=== count_bcd_display ===
Fig. 1: count_bcd_display, M3 wires
Drawn at 3 px/um. Cells faint in the background.
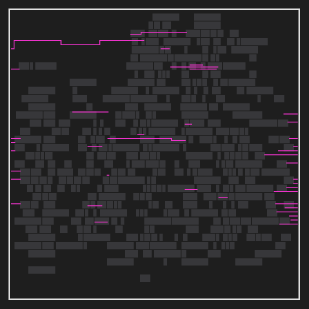

File: src/rtl/count_bcd_display.sv
// Binary-to-BCD display stage: a sequential double-dabble converter latches two
// decimal digits, which a free-running refresh divider multiplexes onto a 2-digit display.
module count_bcd_display #(
    parameter int REFRESH_DIV = 50000,
    parameter bit BLANK_LEAD  = 1'b1
) (
    input  logic       clock,
    input  logic       rst,
    input  logic [5:0] value,
    output logic [3:0] bcd_tens,
    output logic [3:0] bcd_ones,
    output logic       busy,
    output logic       done,
    output logic [6:0] seg,
    output logic [1:0] an
);

    typedef enum logic [1:0] {IDLE, CONV, DONE} state_t;

    localparam logic [15:0] REF_LAST = 16'(REFRESH_DIV - 1);

    state_t     state_reg, state_next;
    logic [5:0] bin_reg, bin_next;
    logic [5:0] cap_reg, cap_next;
    logic [5:0] cur_val_reg, cur_val_next;
    logic [3:0] tens_reg, tens_next;
    logic [3:0] ones_reg, ones_next;
    logic [3:0] bcd_tens_reg, bcd_tens_next;
    logic [3:0] bcd_ones_reg, bcd_ones_next;
    logic [2:0] bit_cnt_reg, bit_cnt_next;
    logic       busy_reg, busy_next;
    logic       done_reg, done_next;
    logic [3:0] tens_adj, ones_adj;

    logic [15:0] ref_cnt_reg, ref_cnt_next;
    logic        sel_reg, sel_next;      // 0 = ones digit, 1 = tens digit
    logic        ref_wrap;
    logic [1:0]  an_reg, an_next;
    logic [6:0]  seg_reg, seg_next;

    function automatic logic [6:0] seg_decode(input logic [3:0] d);
        case (d)
            4'd0:    seg_decode = 7'b1000000;
            4'd1:    seg_decode = 7'b1111001;
            4'd2:    seg_decode = 7'b0100100;
            4'd3:    seg_decode = 7'b0110000;
            4'd4:    seg_decode = 7'b0011001;
            4'd5:    seg_decode = 7'b0010010;
            4'd6:    seg_decode = 7'b0000010;
            4'd7:    seg_decode = 7'b1111000;
            4'd8:    seg_decode = 7'b0000000;
            4'd9:    seg_decode = 7'b0010000;
            default: seg_decode = 7'b1111111;
        endcase
    endfunction

    // Converter next-state: add-3 correction precedes the shift within one cycle.
    always_comb begin
        state_next    = state_reg;
        bin_next      = bin_reg;
        cap_next      = cap_reg;
        cur_val_next  = cur_val_reg;
        tens_next     = tens_reg;
        ones_next     = ones_reg;
        bcd_tens_next = bcd_tens_reg;
        bcd_ones_next = bcd_ones_reg;
        bit_cnt_next  = bit_cnt_reg;
        done_next     = 1'b0;
        tens_adj      = (tens_reg >= 4'd5) ? tens_reg + 4'd3 : tens_reg;
        ones_adj      = (ones_reg >= 4'd5) ? ones_reg + 4'd3 : ones_reg;

        case (state_reg)
            IDLE: begin
                if (value != cur_val_reg) begin
                    bin_next     = value;
                    cap_next     = value;
                    tens_next    = 4'd0;
                    ones_next    = 4'd0;
                    bit_cnt_next = 3'd0;
                    state_next   = CONV;
                end
            end
            CONV: begin
                {tens_next, ones_next, bin_next} = {tens_adj[2:0], ones_adj, bin_reg, 1'b0};
                bit_cnt_next = bit_cnt_reg + 3'd1;
                if (bit_cnt_reg == 3'd5) begin
                    state_next = DONE;
                end
            end
            DONE: begin
                bcd_tens_next = tens_reg;
                bcd_ones_next = ones_reg;
                cur_val_next  = cap_reg;
                done_next     = 1'b1;
                state_next    = IDLE;
            end
            default: state_next = IDLE;
        endcase

        busy_next = (state_next != IDLE);
    end

    // Display path decodes from the latched digits only, never the scratch nibbles.
    always_comb begin
        ref_wrap     = (ref_cnt_reg == REF_LAST);
        ref_cnt_next = ref_wrap ? 16'd0 : ref_cnt_reg + 16'd1;
        sel_next     = sel_reg ^ ref_wrap;
        an_next      = sel_next ? 2'b01 : 2'b10;
        seg_next     = seg_decode(bcd_ones_reg);
        if (sel_next) begin
            if (BLANK_LEAD && (bcd_tens_reg == 4'd0)) begin
                seg_next = 7'b1111111;
            end else begin
                seg_next = seg_decode(bcd_tens_reg);
            end
        end
    end

    always_ff @(posedge clock or posedge rst) begin
        if (rst) begin
            state_reg    <= IDLE;
            bin_reg      <= 6'd0;
            cap_reg      <= 6'd0;
            cur_val_reg  <= 6'd0;
            tens_reg     <= 4'd0;
            ones_reg     <= 4'd0;
            bcd_tens_reg <= 4'd0;
            bcd_ones_reg <= 4'd0;
            bit_cnt_reg  <= 3'd0;
            busy_reg     <= 1'b0;
            done_reg     <= 1'b0;
            ref_cnt_reg  <= 16'd0;
            sel_reg      <= 1'b0;
            an_reg       <= 2'b10;
            seg_reg      <= 7'b1000000;
        end else begin
            state_reg    <= state_next;
            bin_reg      <= bin_next;
            cap_reg      <= cap_next;
            cur_val_reg  <= cur_val_next;
            tens_reg     <= tens_next;
            ones_reg     <= ones_next;
            bcd_tens_reg <= bcd_tens_next;
            bcd_ones_reg <= bcd_ones_next;
            bit_cnt_reg  <= bit_cnt_next;
            busy_reg     <= busy_next;
            done_reg     <= done_next;
            ref_cnt_reg  <= ref_cnt_next;
            sel_reg      <= sel_next;
            an_reg       <= an_next;
            seg_reg      <= seg_next;
        end
    end

    assign bcd_tens = bcd_tens_reg;
    assign bcd_ones = bcd_ones_reg;
    assign busy     = busy_reg;
    assign done     = done_reg;
    assign seg      = seg_reg;
    assign an       = an_reg;

endmodule
File: config.mk
export PLATFORM = sky130hd
export DESIGN_NAME = count_bcd_display
export DESIGN_NICKNAME = d
export VERILOG_FILES = /design/src/rtl/count_bcd_display.sv
export SDC_FILE = /design/constraint.sdc
export NUM_CORES = 1
export LEC_CHECK = 0
export CAP_MARGIN = 10
export CORE_UTILIZATION = 39
export CTS_CLUSTER_DIAMETER = 100
export CTS_CLUSTER_SIZE = 10
export DETAILED_ROUTE_END_ITERATION = 16
export MAX_ROUTING_LAYER = met4
export PLACE_DENSITY = 0.69
export SYNTH_ARGS = -nofsm -noshare
export SYNTH_HDL_FRONTEND = slang
export SYNTH_SLANG_ARGS = --single-unit
export TNS_END_PERCENT = 10
File: constraint.sdc
create_clock -name clock -period 2.1 [get_ports clock]
set_input_delay 0.315 -clock clock [delete_from_list [all_inputs] [get_ports clock]]
set_output_delay 0.315 -clock clock [all_outputs]
set_load 0.03 [all_outputs]
=== fp_writeback_flat ===
--- config.mk ---
export PLATFORM = sky130hd
export DESIGN_NAME = fp_writeback_flat
export DESIGN_NICKNAME = d
export VERILOG_FILES = /design/src/rtl/fp_writeback_if.sv /design/src/rtl/fp_writeback.sv /design/src/flat_wrapper.sv
export SDC_FILE = /design/constraint.sdc
export NUM_CORES = 1
export LEC_CHECK = 0
export CAP_MARGIN = 10
export CORE_MARGIN = 2
export CORE_UTILIZATION = 70
export CTS_BUF_LIST = sky130_fd_sc_hd__clkbuf_8
export CTS_CLUSTER_DIAMETER = 150
export CTS_CLUSTER_SIZE = 25
export DETAILED_ROUTE_END_ITERATION = 16
export DONT_BUFFER_PORTS = 1
export GPL_TIMING_DRIVEN = 0
export PLACE_DENSITY = 0.88
export RECOVER_POWER = 50
export SYNTH_ARGS = -nofsm -noshare
export SYNTH_HDL_FRONTEND = slang
export SYNTH_SLANG_ARGS = --single-unit
--- constraint.sdc ---
create_clock -name clk -period 5.2 [get_ports clk]
set_clock_uncertainty 0.15 [all_clocks]
set_input_delay 0.78 -clock clk [delete_from_list [all_inputs] [get_ports clk]]
set_output_delay 0.78 -clock clk [all_outputs]
set_load 0.01 [all_outputs]
--- src/rtl/fp_writeback_if.sv ---
// FP writeback bus: ALU result and load-return handshakes, issue marking, scoreboard and RF write port.
interface fp_writeback_if #(
   parameter int DATA_W = 16
);
   logic              alu_valid;
   logic              alu_ready;
   logic [4:0]        alu_rd;
   logic [DATA_W-1:0] alu_data;
   logic              ld_valid;
   logic              ld_ready;
   logic [4:0]        ld_rd;
   logic [DATA_W-1:0] ld_data;
   logic              issue_set;
   logic [4:0]        issue_rd;
   logic [31:0]       busy;
   logic              rf_we;
   logic [4:0]        rf_waddr;
   logic [DATA_W-1:0] rf_wdata;

   modport slave (
      input  alu_valid, alu_rd, alu_data, ld_valid, ld_rd, ld_data, issue_set, issue_rd,
      output alu_ready, ld_ready, busy, rf_we, rf_waddr, rf_wdata
   );

   modport master (
      output alu_valid, alu_rd, alu_data, ld_valid, ld_rd, ld_data, issue_set, issue_rd,
      input  alu_ready, ld_ready, busy, rf_we, rf_waddr, rf_wdata
   );
endinterface

--- src/rtl/fp_writeback.sv ---
// FP writeback arbiter: load FIFO vs ALU, one registered RF write per cycle (latency 1) plus busy scoreboard.
// Backpressure: ld_ready/alu_ready both drop only while the load FIFO is full; a full FIFO always drains first.
module fp_writeback #(
   parameter int DATA_W   = 16,
   parameter int LD_DEPTH = 4
) (
   input  logic          clk,
   input  logic          rst_n,
   fp_writeback_if.slave wb
);
   localparam int PW = (LD_DEPTH > 1) ? $clog2(LD_DEPTH) : 1;
   localparam int CW = PW + 1;
   localparam logic [PW-1:0] PTR_ONE = PW'(1);
   localparam logic [CW-1:0] CNT_ONE = CW'(1);
   localparam logic [CW-1:0] CNT_MAX = CW'(LD_DEPTH);

   typedef struct packed {
      logic [4:0]        rd;
      logic [DATA_W-1:0] dat;
   } ld_ent_t;

   ld_ent_t           fifo_mem [LD_DEPTH];
   logic [PW-1:0]     wr_ptr, rd_ptr;
   logic [CW-1:0]     count, count_nxt;
   logic              full, empty, push, pop;
   ld_ent_t           head;

   logic              sel_we;
   logic [4:0]        sel_rd;
   logic [DATA_W-1:0] sel_dat;

   logic              rf_we_q;
   logic [4:0]        rf_waddr_q;
   logic [DATA_W-1:0] rf_wdata_q;
   logic [31:0]       busy_q, busy_nxt;

   // Readies come only from the registered count so neither depends on same-cycle valids.
   assign full  = (count == CNT_MAX);
   assign empty = (count == '0);
   assign push  = wb.ld_valid && !full;
   assign head  = fifo_mem[rd_ptr];

   assign wb.ld_ready  = !full;
   assign wb.alu_ready = !full;
   assign wb.busy      = busy_q;
   assign wb.rf_we     = rf_we_q;
   assign wb.rf_waddr  = rf_waddr_q;
   assign wb.rf_wdata  = rf_wdata_q;

   // A full FIFO beats the ALU; otherwise the ALU wins and loads fill idle slots.
   // Selection looks at pre-push state, so a load never bypasses the FIFO.
   always_comb begin
      sel_we  = 1'b0;
      sel_rd  = '0;
      sel_dat = '0;
      pop     = 1'b0;
      if (full) begin
         pop     = 1'b1;
         sel_we  = 1'b1;
         sel_rd  = head.rd;
         sel_dat = head.dat;
      end else if (wb.alu_valid) begin
         sel_we  = 1'b1;
         sel_rd  = wb.alu_rd;
         sel_dat = wb.alu_data;
      end else if (!empty) begin
         pop     = 1'b1;
         sel_we  = 1'b1;
         sel_rd  = head.rd;
         sel_dat = head.dat;
      end
   end

   always_comb begin
      count_nxt = count;
      if (push && !pop) begin
         count_nxt = count + CNT_ONE;
      end else if (pop && !push) begin
         count_nxt = count - CNT_ONE;
      end
   end

   // Set is applied after clear so a same-cycle issue keeps the register pending.
   always_comb begin
      busy_nxt = busy_q;
      if (rf_we_q) begin
         busy_nxt[rf_waddr_q] = 1'b0;
      end
      if (wb.issue_set) begin
         busy_nxt[wb.issue_rd] = 1'b1;
      end
   end

   always_ff @(posedge clk) begin
      if (push) begin
         fifo_mem[wr_ptr] <= '{rd: wb.ld_rd, dat: wb.ld_data};
      end
   end

   always_ff @(posedge clk) begin
      if (!rst_n) begin
         wr_ptr     <= '0;
         rd_ptr     <= '0;
         count      <= '0;
         rf_we_q    <= 1'b0;
         rf_waddr_q <= '0;
         rf_wdata_q <= '0;
         busy_q     <= '0;
      end else begin
         if (push) begin
            wr_ptr <= wr_ptr + PTR_ONE;
         end
         if (pop) begin
            rd_ptr <= rd_ptr + PTR_ONE;
         end
         count      <= count_nxt;
         rf_we_q    <= sel_we;
         rf_waddr_q <= sel_rd;
         rf_wdata_q <= sel_dat;
         busy_q     <= busy_nxt;
      end
   end
endmodule

--- src/flat_wrapper.sv ---
// flat-port wrapper written by rule: the top's interface ports become plain ports
module fp_writeback_flat 
#(
   parameter int DATA_W   = 16,
   parameter int LD_DEPTH = 4
)
  (clk, rst_n, wb_alu_valid, wb_alu_rd, wb_alu_data, wb_ld_valid, wb_ld_rd, wb_ld_data, wb_issue_set, wb_issue_rd, wb_alu_ready, wb_ld_ready, wb_busy, wb_rf_we, wb_rf_waddr, wb_rf_wdata);
  fp_writeback_if #(.DATA_W(DATA_W)) wb_i ();
  input  logic clk;
  input  logic rst_n;
  input wire logic [$bits(wb_i.alu_valid)-1:0] wb_alu_valid;
  input wire logic [$bits(wb_i.alu_rd)-1:0] wb_alu_rd;
  input wire logic [$bits(wb_i.alu_data)-1:0] wb_alu_data;
  input wire logic [$bits(wb_i.ld_valid)-1:0] wb_ld_valid;
  input wire logic [$bits(wb_i.ld_rd)-1:0] wb_ld_rd;
  input wire logic [$bits(wb_i.ld_data)-1:0] wb_ld_data;
  input wire logic [$bits(wb_i.issue_set)-1:0] wb_issue_set;
  input wire logic [$bits(wb_i.issue_rd)-1:0] wb_issue_rd;
  output wire logic [$bits(wb_i.alu_ready)-1:0] wb_alu_ready;
  output wire logic [$bits(wb_i.ld_ready)-1:0] wb_ld_ready;
  output wire logic [$bits(wb_i.busy)-1:0] wb_busy;
  output wire logic [$bits(wb_i.rf_we)-1:0] wb_rf_we;
  output wire logic [$bits(wb_i.rf_waddr)-1:0] wb_rf_waddr;
  output wire logic [$bits(wb_i.rf_wdata)-1:0] wb_rf_wdata;
  assign wb_i.alu_valid = wb_alu_valid;
  assign wb_i.alu_rd = wb_alu_rd;
  assign wb_i.alu_data = wb_alu_data;
  assign wb_i.ld_valid = wb_ld_valid;
  assign wb_i.ld_rd = wb_ld_rd;
  assign wb_i.ld_data = wb_ld_data;
  assign wb_i.issue_set = wb_issue_set;
  assign wb_i.issue_rd = wb_issue_rd;
  assign wb_alu_ready = wb_i.alu_ready;
  assign wb_ld_ready = wb_i.ld_ready;
  assign wb_busy = wb_i.busy;
  assign wb_rf_we = wb_i.rf_we;
  assign wb_rf_waddr = wb_i.rf_waddr;
  assign wb_rf_wdata = wb_i.rf_wdata;
  fp_writeback #(.DATA_W(DATA_W), .LD_DEPTH(LD_DEPTH)) u_core (.clk(clk), .rst_n(rst_n), .wb(wb_i));
endmodule
=== seq_divider4 ===
--- src/rtl/seq_divider_pkg.sv ---
// seq_divider_pkg: shared widths and FSM encoding for seq_divider4.
// Optional divide-by-zero trap: SEQ_DIVIDER4_DIV_ZERO_TRAP_EN.
package seq_divider_pkg;

  localparam int WIDTH      = 4;
  localparam int ITER_COUNT = 4;

  localparam logic [1:0] LAST_ITER = 2'(ITER_COUNT - 1);

  localparam logic [1:0] IDLE = 2'd0;
  localparam logic [1:0] RUN  = 2'd1;
  localparam logic [1:0] DONE = 2'd2;

endpackage

--- src/rtl/seq_divider4_fbaddsub.sv ---
// FBAddSub: 4-bit ripple adder/subtractor, s = x + (y ^ k) + k.
// cout is the final carry; with k=1 it means "no borrow".
module FBAddSub (
  input  logic [3:0] x,
  input  logic [3:0] y,
  input  logic       k,
  output logic [3:0] s,
  output logic       cout
);

  logic c;
  logic yb;

  always_comb begin
    s  = '0;
    c  = k;
    yb = 1'b0;
    for (int i = 0; i < 4; i++) begin
      yb   = y[i] ^ k;
      s[i] = x[i] ^ yb ^ c;
      c    = (x[i] & yb) | (c & (x[i] ^ yb));
    end
    cout = c;
  end

endmodule

--- src/rtl/seq_divider4.sv ---
// seq_divider4: sequential 4-bit restoring divider on FBAddSub.
// SEQ_DIVIDER4_DIV_ZERO_TRAP_EN: divisor=0 finishes after one cycle.
module seq_divider4
  import seq_divider_pkg::*;
#(
  parameter int WIDTH = seq_divider_pkg::WIDTH
) (
  input  logic             clk,
  input  logic             rst,
  input  logic             start,
  input  logic [WIDTH-1:0] dividend,
  input  logic [WIDTH-1:0] divisor,
  output logic             busy,
  output logic             done,
  output logic [WIDTH-1:0] quotient,
  output logic [WIDTH-1:0] remainder,
  output logic             div_by_zero
);

  logic [1:0]       state;
  logic [1:0]       nstate;
  logic [WIDTH-1:0] r;
  logic [WIDTH-1:0] q;
  logic [WIDTH-1:0] d;
  logic [1:0]       cnt;
  logic [1:0]       cnt_inc;
  logic [WIDTH-1:0] t;
  logic [WIDTH-1:0] diff;
  logic             cout;
  logic             accept;
  logic             zdiv;

  assign t       = {r[WIDTH-2:0], q[WIDTH-1]};
  assign cnt_inc = {cnt[1] ^ cnt[0], ~cnt[0]};
  assign accept  = start && (state != RUN);
  assign zdiv    = (divisor == '0);

  FBAddSub u_addsub (
    .x    (t),
    .y    (d),
    .k    (1'b1),
    .s    (diff),
    .cout (cout)
  );

`ifdef SEQ_DIVIDER4_DIV_ZERO_TRAP_EN
  logic dz;

  // Trapped ops spend their single RUN cycle holding the preset result.
  always_ff @(posedge clk) begin
    if (rst) begin
      r   <= '0;
      q   <= '0;
      d   <= '0;
      cnt <= '0;
      dz  <= 1'b0;
    end else if (accept) begin
      r   <= zdiv ? dividend : '0;
      q   <= zdiv ? '1 : dividend;
      d   <= divisor;
      cnt <= '0;
      dz  <= zdiv;
    end else if (state == RUN && !dz) begin
      r   <= cout ? diff : t;
      q   <= {q[WIDTH-2:0], cout};
      cnt <= cnt_inc;
    end
  end

  assign div_by_zero = dz;
`else
  logic dz;

  assign dz = 1'b0;

  always_ff @(posedge clk) begin
    if (rst) begin
      r   <= '0;
      q   <= '0;
      d   <= '0;
      cnt <= '0;
    end else if (accept) begin
      r   <= '0;
      q   <= dividend;
      d   <= divisor;
      cnt <= '0;
    end else if (state == RUN) begin
      r   <= cout ? diff : t;
      q   <= {q[WIDTH-2:0], cout};
      cnt <= cnt_inc;
    end
  end

  assign div_by_zero = 1'b0;
`endif

  always_ff @(posedge clk) begin
    if (rst) state <= IDLE;
    else     state <= nstate;
  end

  always_comb begin
    nstate = state;
    unique case (state)
      IDLE:    nstate = start ? RUN : IDLE;
      RUN:     nstate = (dz || cnt == LAST_ITER) ? DONE : RUN;
      DONE:    nstate = start ? RUN : IDLE;
      default: nstate = IDLE;
    endcase
  end

  always_comb begin
    busy = (state == RUN);
    done = (state == DONE);
  end

  assign quotient  = q;
  assign remainder = r;

  logic unused;
  assign unused = zdiv;

endmodule
--- config.mk ---
export PLATFORM = sky130hd
export DESIGN_NAME = seq_divider4
export DESIGN_NICKNAME = d
export VERILOG_FILES = /design/src/rtl/seq_divider_pkg.sv /design/src/rtl/seq_divider4_fbaddsub.sv /design/src/rtl/seq_divider4.sv
export SDC_FILE = /design/constraint.sdc
export NUM_CORES = 1
export LEC_CHECK = 0
export ABC_CLOCK_PERIOD_IN_PS = 4200
export CAP_MARGIN = 20
export CORE_MARGIN = 1.5
export CORE_UTILIZATION = 50
export DETAILED_ROUTE_END_ITERATION = 10
export PLACE_DENSITY = 0.82
export RECOVER_POWER = 25
export SYNTH_ARGS = -nofsm -noshare
export SYNTH_HDL_FRONTEND = slang
export SYNTH_SLANG_ARGS = --single-unit
--- constraint.sdc ---
create_clock -name clk -period 4.2 [get_ports clk]
set_input_delay 0.63 -clock clk [delete_from_list [all_inputs] [get_ports clk]]
set_output_delay 0.63 -clock clk [all_outputs]
set_load 0.1 [all_outputs]
=== sobel_stage_sequencer ===
[src/rtl/sobel_pkg.sv]
// Shared types and constants for the Sobel stage sequencer.
package sobel_pkg;

  typedef enum logic [1:0] {
    IDLE  = 2'd0,
    RUN   = 2'd1,
    DRAIN = 2'd2,
    DONE  = 2'd3
  } seq_state_e;

  // Slot phases at which each stage pulse is issued
  localparam int PH_POP   = 2;
  localparam int PH_SHIFT = 4;
  localparam int PH_HOLD  = 6;
  localparam int PH_MAG   = 8;

  // Input SRAM word-address width
  localparam int ADDR_W = 20;

endpackage

[src/rtl/sobel_slot_timer.sv]
// Per-word slot phase counter. Counts 0..SLOT_LEN-1 while running, holds at
// phase 0 while holdOff is high, and flags the last phase of a slot.
module sobel_slot_timer #(
  parameter int SLOT_LEN = 12,
  parameter int PW       = $clog2(SLOT_LEN)
) (
  input  logic          clk_i,
  input  logic          reset_i,
  input  logic          run_i,
  input  logic          holdOff_i,
  output logic [PW-1:0] phase_o,
  output logic [PW-1:0] phase_d_o,
  output logic          wrap_o
);

  logic [PW-1:0] phase_q, phase_d;
  logic          stall;

  // Back-pressure only bites at slot start; wrap after the last phase
  always_comb begin
    stall   = run_i && (phase_q == '0) && holdOff_i;
    wrap_o  = run_i && !stall && (phase_q == PW'(SLOT_LEN - 1));
    phase_d = phase_q;
    if (!run_i || wrap_o) phase_d = '0;
    else if (!stall)      phase_d = phase_q + 1'b1;
  end

  // Phase register
  always_ff @(posedge clk_i) begin
    if (!reset_i) phase_q <= '0;
    else          phase_q <= phase_d;
  end

  assign phase_o   = phase_q;
  assign phase_d_o = phase_d;

endmodule

[src/rtl/sobel_stage_sequencer.sv]
// Sobel stage sequencer: walks one frame of input words, issuing a fixed
// pattern of one-cycle stage pulses per word slot, an early refill request,
// and a frameDone pulse after the pipeline drains.
// Optional macro SOBEL_LINE_SKIP_EN: process alternate image lines only.
module sobel_stage_sequencer
  import sobel_pkg::*;
#(
  parameter int WORDS_PER_FRAME = 32768,
  parameter int LINE_WORDS      = 64,
  parameter int SLOT_LEN        = 12,
  parameter int PREFETCH_WORD   = 26214,
  parameter int DRAIN_CYCLES    = 16
) (
  input  logic              clk_i,
  input  logic              reset_i,
  input  logic              startEn_i,
  input  logic              holdOff_i,
  output logic [ADDR_W-1:0] read_addr_o,
  output logic              popBufferEn_o,
  output logic              sobelShiftEn_o,
  output logic              HoldEn_o,
  output logic              startMultiplierEn_o,
  output logic              startMagEn_o,
  output logic              startDirEn_o,
  output logic              getNext_o,
  output logic              busy_o,
  output logic              frameDone_o
);

`ifdef SOBEL_LINE_SKIP_EN
  localparam int NSLOTS = WORDS_PER_FRAME / 2;
  localparam int LNW    = (LINE_WORDS > 1) ? $clog2(LINE_WORDS) : 1;
`else
  localparam int NSLOTS = WORDS_PER_FRAME;
`endif
  localparam int PW = $clog2(SLOT_LEN);
  localparam int WW = 15;
  localparam int DW = (DRAIN_CYCLES > 1) ? $clog2(DRAIN_CYCLES) : 1;

  seq_state_e        state_q, state_d;
  logic [WW-1:0]     word_q, word_d;
  logic [ADDR_W-1:0] addr_q, addr_d;
  logic [DW-1:0]     drain_q, drain_d;
  logic [PW-1:0]     phase_q, phase_d;
  logic              wrap, last_slot;
  logic              pop_q, shift_q, hold_q, mag_q;
`ifdef SOBEL_LINE_SKIP_EN
  logic [LNW-1:0]    line_q, line_d;
`endif

  sobel_slot_timer #(.SLOT_LEN(SLOT_LEN), .PW(PW)) u_timer (
    .clk_i     (clk_i),
    .reset_i   (reset_i),
    .run_i     (state_q == RUN),
    .holdOff_i (holdOff_i),
    .phase_o   (phase_q),
    .phase_d_o (phase_d),
    .wrap_o    (wrap)
  );

  assign last_slot = wrap && (word_q == WW'(NSLOTS - 1));

  // State register
  always_ff @(posedge clk_i) begin
    if (!reset_i) state_q <= IDLE;
    else          state_q <= state_d;
  end

  // Next-state logic; startEn outside IDLE is simply dropped
  always_comb begin
    state_d = state_q;
    case (state_q)
      IDLE:    if (startEn_i) state_d = RUN;
      RUN:     if (last_slot) state_d = DRAIN;
      DRAIN:   if (drain_q == DW'(DRAIN_CYCLES - 1)) state_d = DONE;
      DONE:    state_d = IDLE;
      default: state_d = IDLE;
    endcase
  end

  // Status outputs; getNext fires on the first unstalled phase-0 cycle
  always_comb begin
    busy_o      = (state_q == RUN) || (state_q == DRAIN);
    frameDone_o = (state_q == DONE);
    getNext_o   = (state_q == RUN) && (phase_q == '0) && !holdOff_i &&
                  (word_q == WW'(PREFETCH_WORD));
  end

  // Word, address and drain counters; all clear whenever not running
  always_comb begin
    word_d  = word_q;
    addr_d  = addr_q;
    drain_d = '0;
`ifdef SOBEL_LINE_SKIP_EN
    line_d  = line_q;
    if (state_d != RUN) begin
      word_d = '0;
      addr_d = '0;
      line_d = '0;
    end else if (wrap) begin
      word_d = word_q + 1'b1;
      // After a full line of issued words, skip over the next line
      if (line_q == LNW'(LINE_WORDS - 1)) begin
        line_d = '0;
        addr_d = addr_q + ADDR_W'(LINE_WORDS + 1);
      end else begin
        line_d = line_q + 1'b1;
        addr_d = addr_q + 1'b1;
      end
    end
`else
    if (state_d != RUN) word_d = '0;
    else if (wrap)      word_d = word_q + 1'b1;
    addr_d = ADDR_W'(word_d);
`endif
    if (state_q == DRAIN && state_d == DRAIN) drain_d = drain_q + 1'b1;
  end

  // Counter registers and stage pulses decoded from the upcoming phase
  always_ff @(posedge clk_i) begin
    if (!reset_i) begin
      word_q  <= '0;
      addr_q  <= '0;
      drain_q <= '0;
      pop_q   <= 1'b0;
      shift_q <= 1'b0;
      hold_q  <= 1'b0;
      mag_q   <= 1'b0;
`ifdef SOBEL_LINE_SKIP_EN
      line_q  <= '0;
`endif
    end else begin
      word_q  <= word_d;
      addr_q  <= addr_d;
      drain_q <= drain_d;
      pop_q   <= (state_d == RUN) && (phase_d == PW'(PH_POP));
      shift_q <= (state_d == RUN) && (phase_d == PW'(PH_SHIFT));
      hold_q  <= (state_d == RUN) && (phase_d == PW'(PH_HOLD));
      mag_q   <= (state_d == RUN) && (phase_d == PW'(PH_MAG));
`ifdef SOBEL_LINE_SKIP_EN
      line_q  <= line_d;
`endif
    end
  end

  assign read_addr_o         = addr_q;
  assign popBufferEn_o       = pop_q;
  assign sobelShiftEn_o      = shift_q;
  assign HoldEn_o            = hold_q;
  assign startMultiplierEn_o = hold_q;
  assign startMagEn_o        = mag_q;
  assign startDirEn_o        = mag_q;

endmodule

[config.mk]
export PLATFORM = sky130hd
export DESIGN_NAME = sobel_stage_sequencer
export DESIGN_NICKNAME = d
export VERILOG_FILES = /design/src/rtl/sobel_pkg.sv /design/src/rtl/sobel_slot_timer.sv /design/src/rtl/sobel_stage_sequencer.sv
export SDC_FILE = /design/constraint.sdc
export NUM_CORES = 1
export LEC_CHECK = 0
export CORE_ASPECT_RATIO = 1.5
export CORE_MARGIN = 5
export CORE_UTILIZATION = 30
export DETAILED_ROUTE_END_ITERATION = 16
export DONT_BUFFER_PORTS = 1
export HOLD_SLACK_MARGIN = 0.05
export PLACE_DENSITY_LB_ADDON = 0.25
export SKIP_CTS_REPAIR_TIMING = 1
export SYNTH_ARGS = -nofsm -noshare
export SYNTH_HDL_FRONTEND = slang
export SYNTH_SLANG_ARGS = --single-unit
[constraint.sdc]
create_clock -name clk_i -period 4.2 [get_ports clk_i]
set_input_delay 0.84 -clock clk_i [delete_from_list [all_inputs] [get_ports clk_i]]
set_output_delay 0.84 -clock clk_i [all_outputs]
set_load 0.1 [all_outputs]
Fig. 2: fp_writeback_flat, M3 wires
Drawn at 3 px/um. Cells faint in the background.
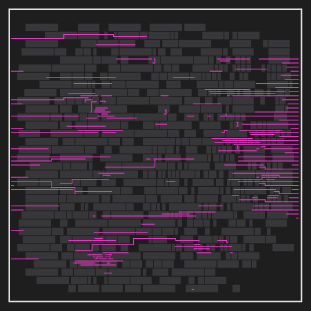
share of all routed wire	10%
main direction	horizontal
longest straight run	32.9 um
wire length on this layer	1,460 um
nets with wire on the layer	109

==> reports/qor.txt, fp_writeback_flat <==
result of the run: finished, final reports clean
combined buffer and inverter count along the critical path: 3
Clk pin slew, worst setup/hold paths: 80 ps
number of levels in the clock H-tree: 4
Netlist cell types: 37
Detailed Place HPWL: 8.97 mm
count of non-CTS inverters in the layout: 8
number of cells on the worst reg-to-reg path: 4
Top Ports: 108
startpoint of the most critical hold path: wb_ld_rd[3]
count of flip-flops and latches: 147
simple-gate area share of the yosys netlist: 7.99%
number of antenna violations at the first check in global routing: 0
combinational gate area: 2060 um2
most popular library cell in the synthesized design by count: sky130_fd_sc_hd__edfxtp_1
area fraction in full adders, half adders and majority gates: 1.37%
Well-Tap Cells: 105
Slew @ Worst Pin: 1150 ps
number of setup buffers added after CTS: 0
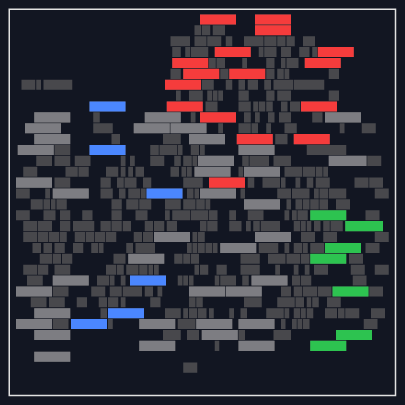
Fig. 3. Where the registers sit (count_bcd_display).
Drawn at 4 px/um. Other sequential cells in the stronger grey, the rest of the logic in the fainter grey.
colour	netlist name	sequential cells
blue	bin_reg	6
green	seg	7
red	ref_cnt_reg	16

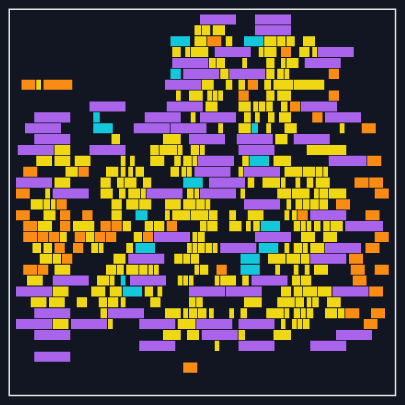
Fig. 4. Cell classes on the final placement (count_bcd_display).
Drawn at 4 px/um.
colour	class	cells
cyan	clock drivers and dummy loads	16
yellow	all other logic	260
orange	other buffers and delay cells	54
purple	flops	66

## Picture notes: Fig. 1
main direction	horizontal
wire length on this layer	254 um
share of all routed wire	3.7%
nets with wire on the layer	33

==> reports/qor.txt, count_bcd_display <==
Num Clock Sinks: 66
end of the critical path: seg[1]$_DFF_PP0_
number of non-clock buffers: 54
#FFs+latches synth: 66
number of cells on the worst reg-to-reg path: 5
Max transition margin: 58.4%
category of the critical setup timing path: reg2reg
area fraction in full adders, half adders and majority gates: 6.15%
Detailed Place HPWL: 4.85 mm
clock group power: 972 uW
fraction of the core area covered by cells at the end of the flow: 48.9%
proportion of synthesized flip-flops having asynchronous set or reset: 100%
Total Routing Usage GR: 16.5%
area of all placed cells without fillers: 4220 um2
result of the run: finished, final reports clean
die width: 96.2 um
internal power: 3280 uW
area fraction of clock buffers and clock inverters: 4.30%
max capacitance violation total: 0
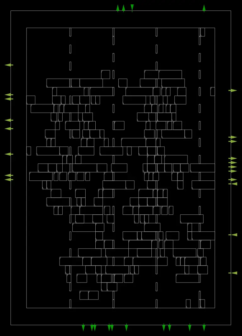
Fig. 5. Cell outlines without signal wires (sobel_stage_sequencer).
area of the core region: 5410 um2
flip-flop and latch share of the layout cell area: 31.4%
filler cell count: 580
floorplan row count: 33
Well-Tap Cells: 70

==> reports/qor.txt, sobel_stage_sequencer <==
result of the run: finished, final reports clean
top area cells in the synthesized netlist: sky130_fd_sc_hd__dfxtp_1 35%, sky130_fd_sc_hd__ha_1 7.6%, sky130_fd_sc_hd__nor2_1 6.2%
Seq. pwr: 290 uW
#FFs+latches synth: 29
proportion of power drawn by flip-flops and latches: 43.4%
cell chosen for the clock root: sky130_fd_sc_hd__clkbuf_8
synthesized instance count: 196
Detailed Place HPWL: 2.93 mm
flop2flop setup slack: 1380 ps
global routing met1 resource utilization: 13.3%
area of all placed cells without fillers: 1860 um2
filler-free cell count of the finished design: 280
combinational gate area: 955 um2
number of enable flip-flop cells: 0
switching power total: 234 uW
Final period util: 75.3%
maximum buffer depth of the clock tree: 2
starting density of the core: 30.4%
Largest type area fraction: 35.3%
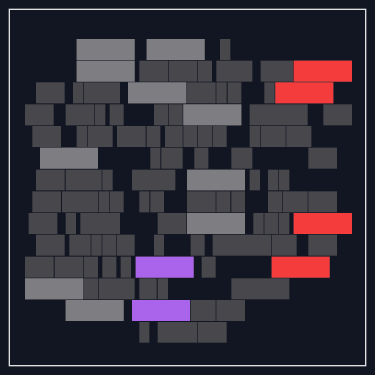
Fig. 6. Where the registers sit (seq_divider4).
Drawn at 8 px/um. Other sequential cells in the stronger grey, the rest of the logic in the fainter grey.
colour	netlist name	sequential cells
purple	state	2
red	remainder	4

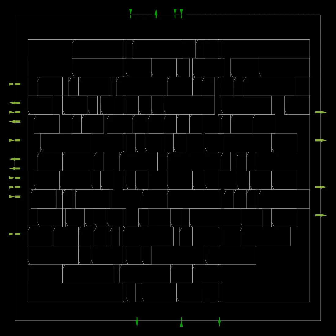
Fig. 7. Cell outlines without signal wires (seq_divider4).
filler-free cell count of the finished design: 122
fraction of the core area covered by cells at the end of the flow: 65.7%
floorplan row count: 14
count of flip-flops and latches: 16
filler cell count: 125

==> reports/qor.txt, seq_divider4 <==
result of the run: finished, final reports clean
clock buffer count in the final layout: 4
flop2flop setup slack: 1790 ps
final worst setup slack: 1440 ps
area fraction in full adders, half adders and majority gates: 9.94%
combinational gate area: 414 um2
largest stage delay on the critical path: 1150 ps
warning count from the yosys run: 0
cell class with the largest area share: multi-input combinational cells
critical path depth in cells: 3
combinational share of power: 30.3%
Largest type area fraction: 37.4%
Seq. pwr: 169 uW
net count after synthesis: 104
number of DRC violations after detailed routing: 0
Die Y: 44.4 um
Signal buf overhead: 19.6%
Synth logic family: AND-OR/OR-AND gates
CTS buffer count: 3

==> layout pictures side by side <==
Drive-strength map.
panel A
Drawn at 4 px/um.
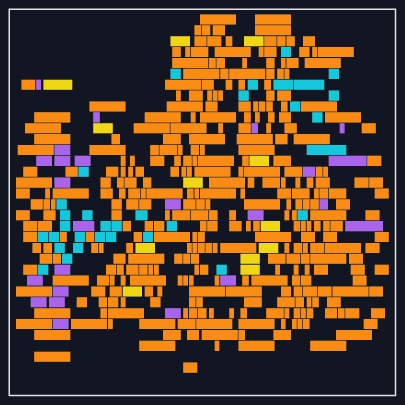
panel B
Drawn at 8 px/um.
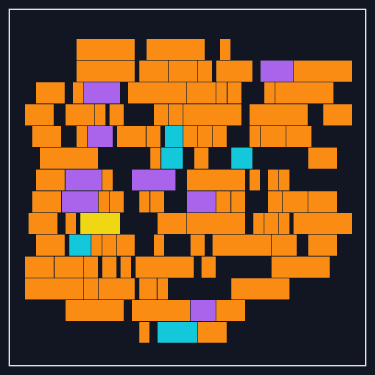
panel C
Drawn at 4 px/um.
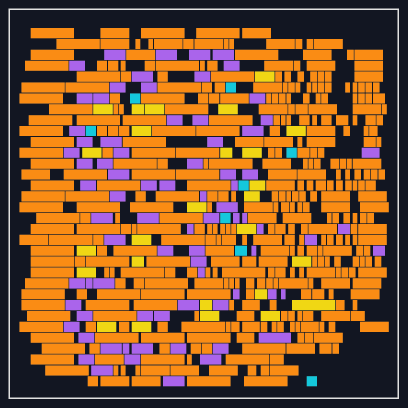
panel D
Drawn at 4 px/um.
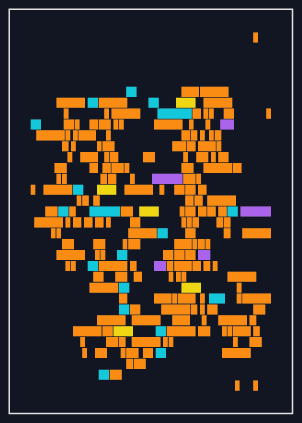
- panel D = sobel_stage_sequencer
- panel C = fp_writeback_flat
- panel A = count_bcd_display
- panel B = seq_divider4

Key to panel A:
colour	size	cells
yellow	drive 6 and up	12
cyan	drive 3 to 4	32
orange	drive 1 or less	328
purple	drive 2	24



==> screenshots <==
Cell classes on the final placement.
shot_01.png
Drawn at 4 px/um.
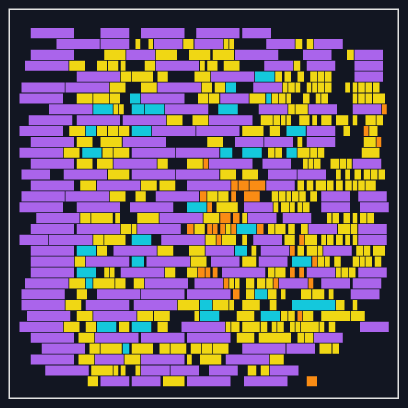
shot_02.png
Drawn at 12 px/um.
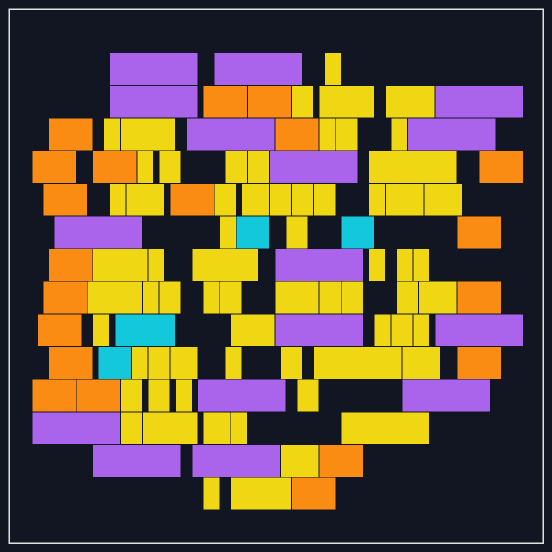
shot_03.png
Drawn at 4 px/um.
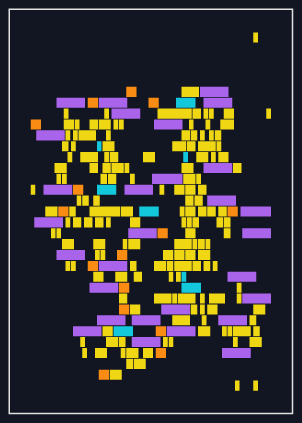
| from | picture |
|---|---|
| sobel_stage_sequencer | shot_03.png |
| fp_writeback_flat | shot_01.png |
| seq_divider4 | shot_02.png |

Key to shot_02.png:
colour	class	cells
cyan	clock drivers and dummy loads	4
orange	other buffers and delay cells	20
purple	flops	16
yellow	all other logic	66

Power and IR drop assume default switching activity.
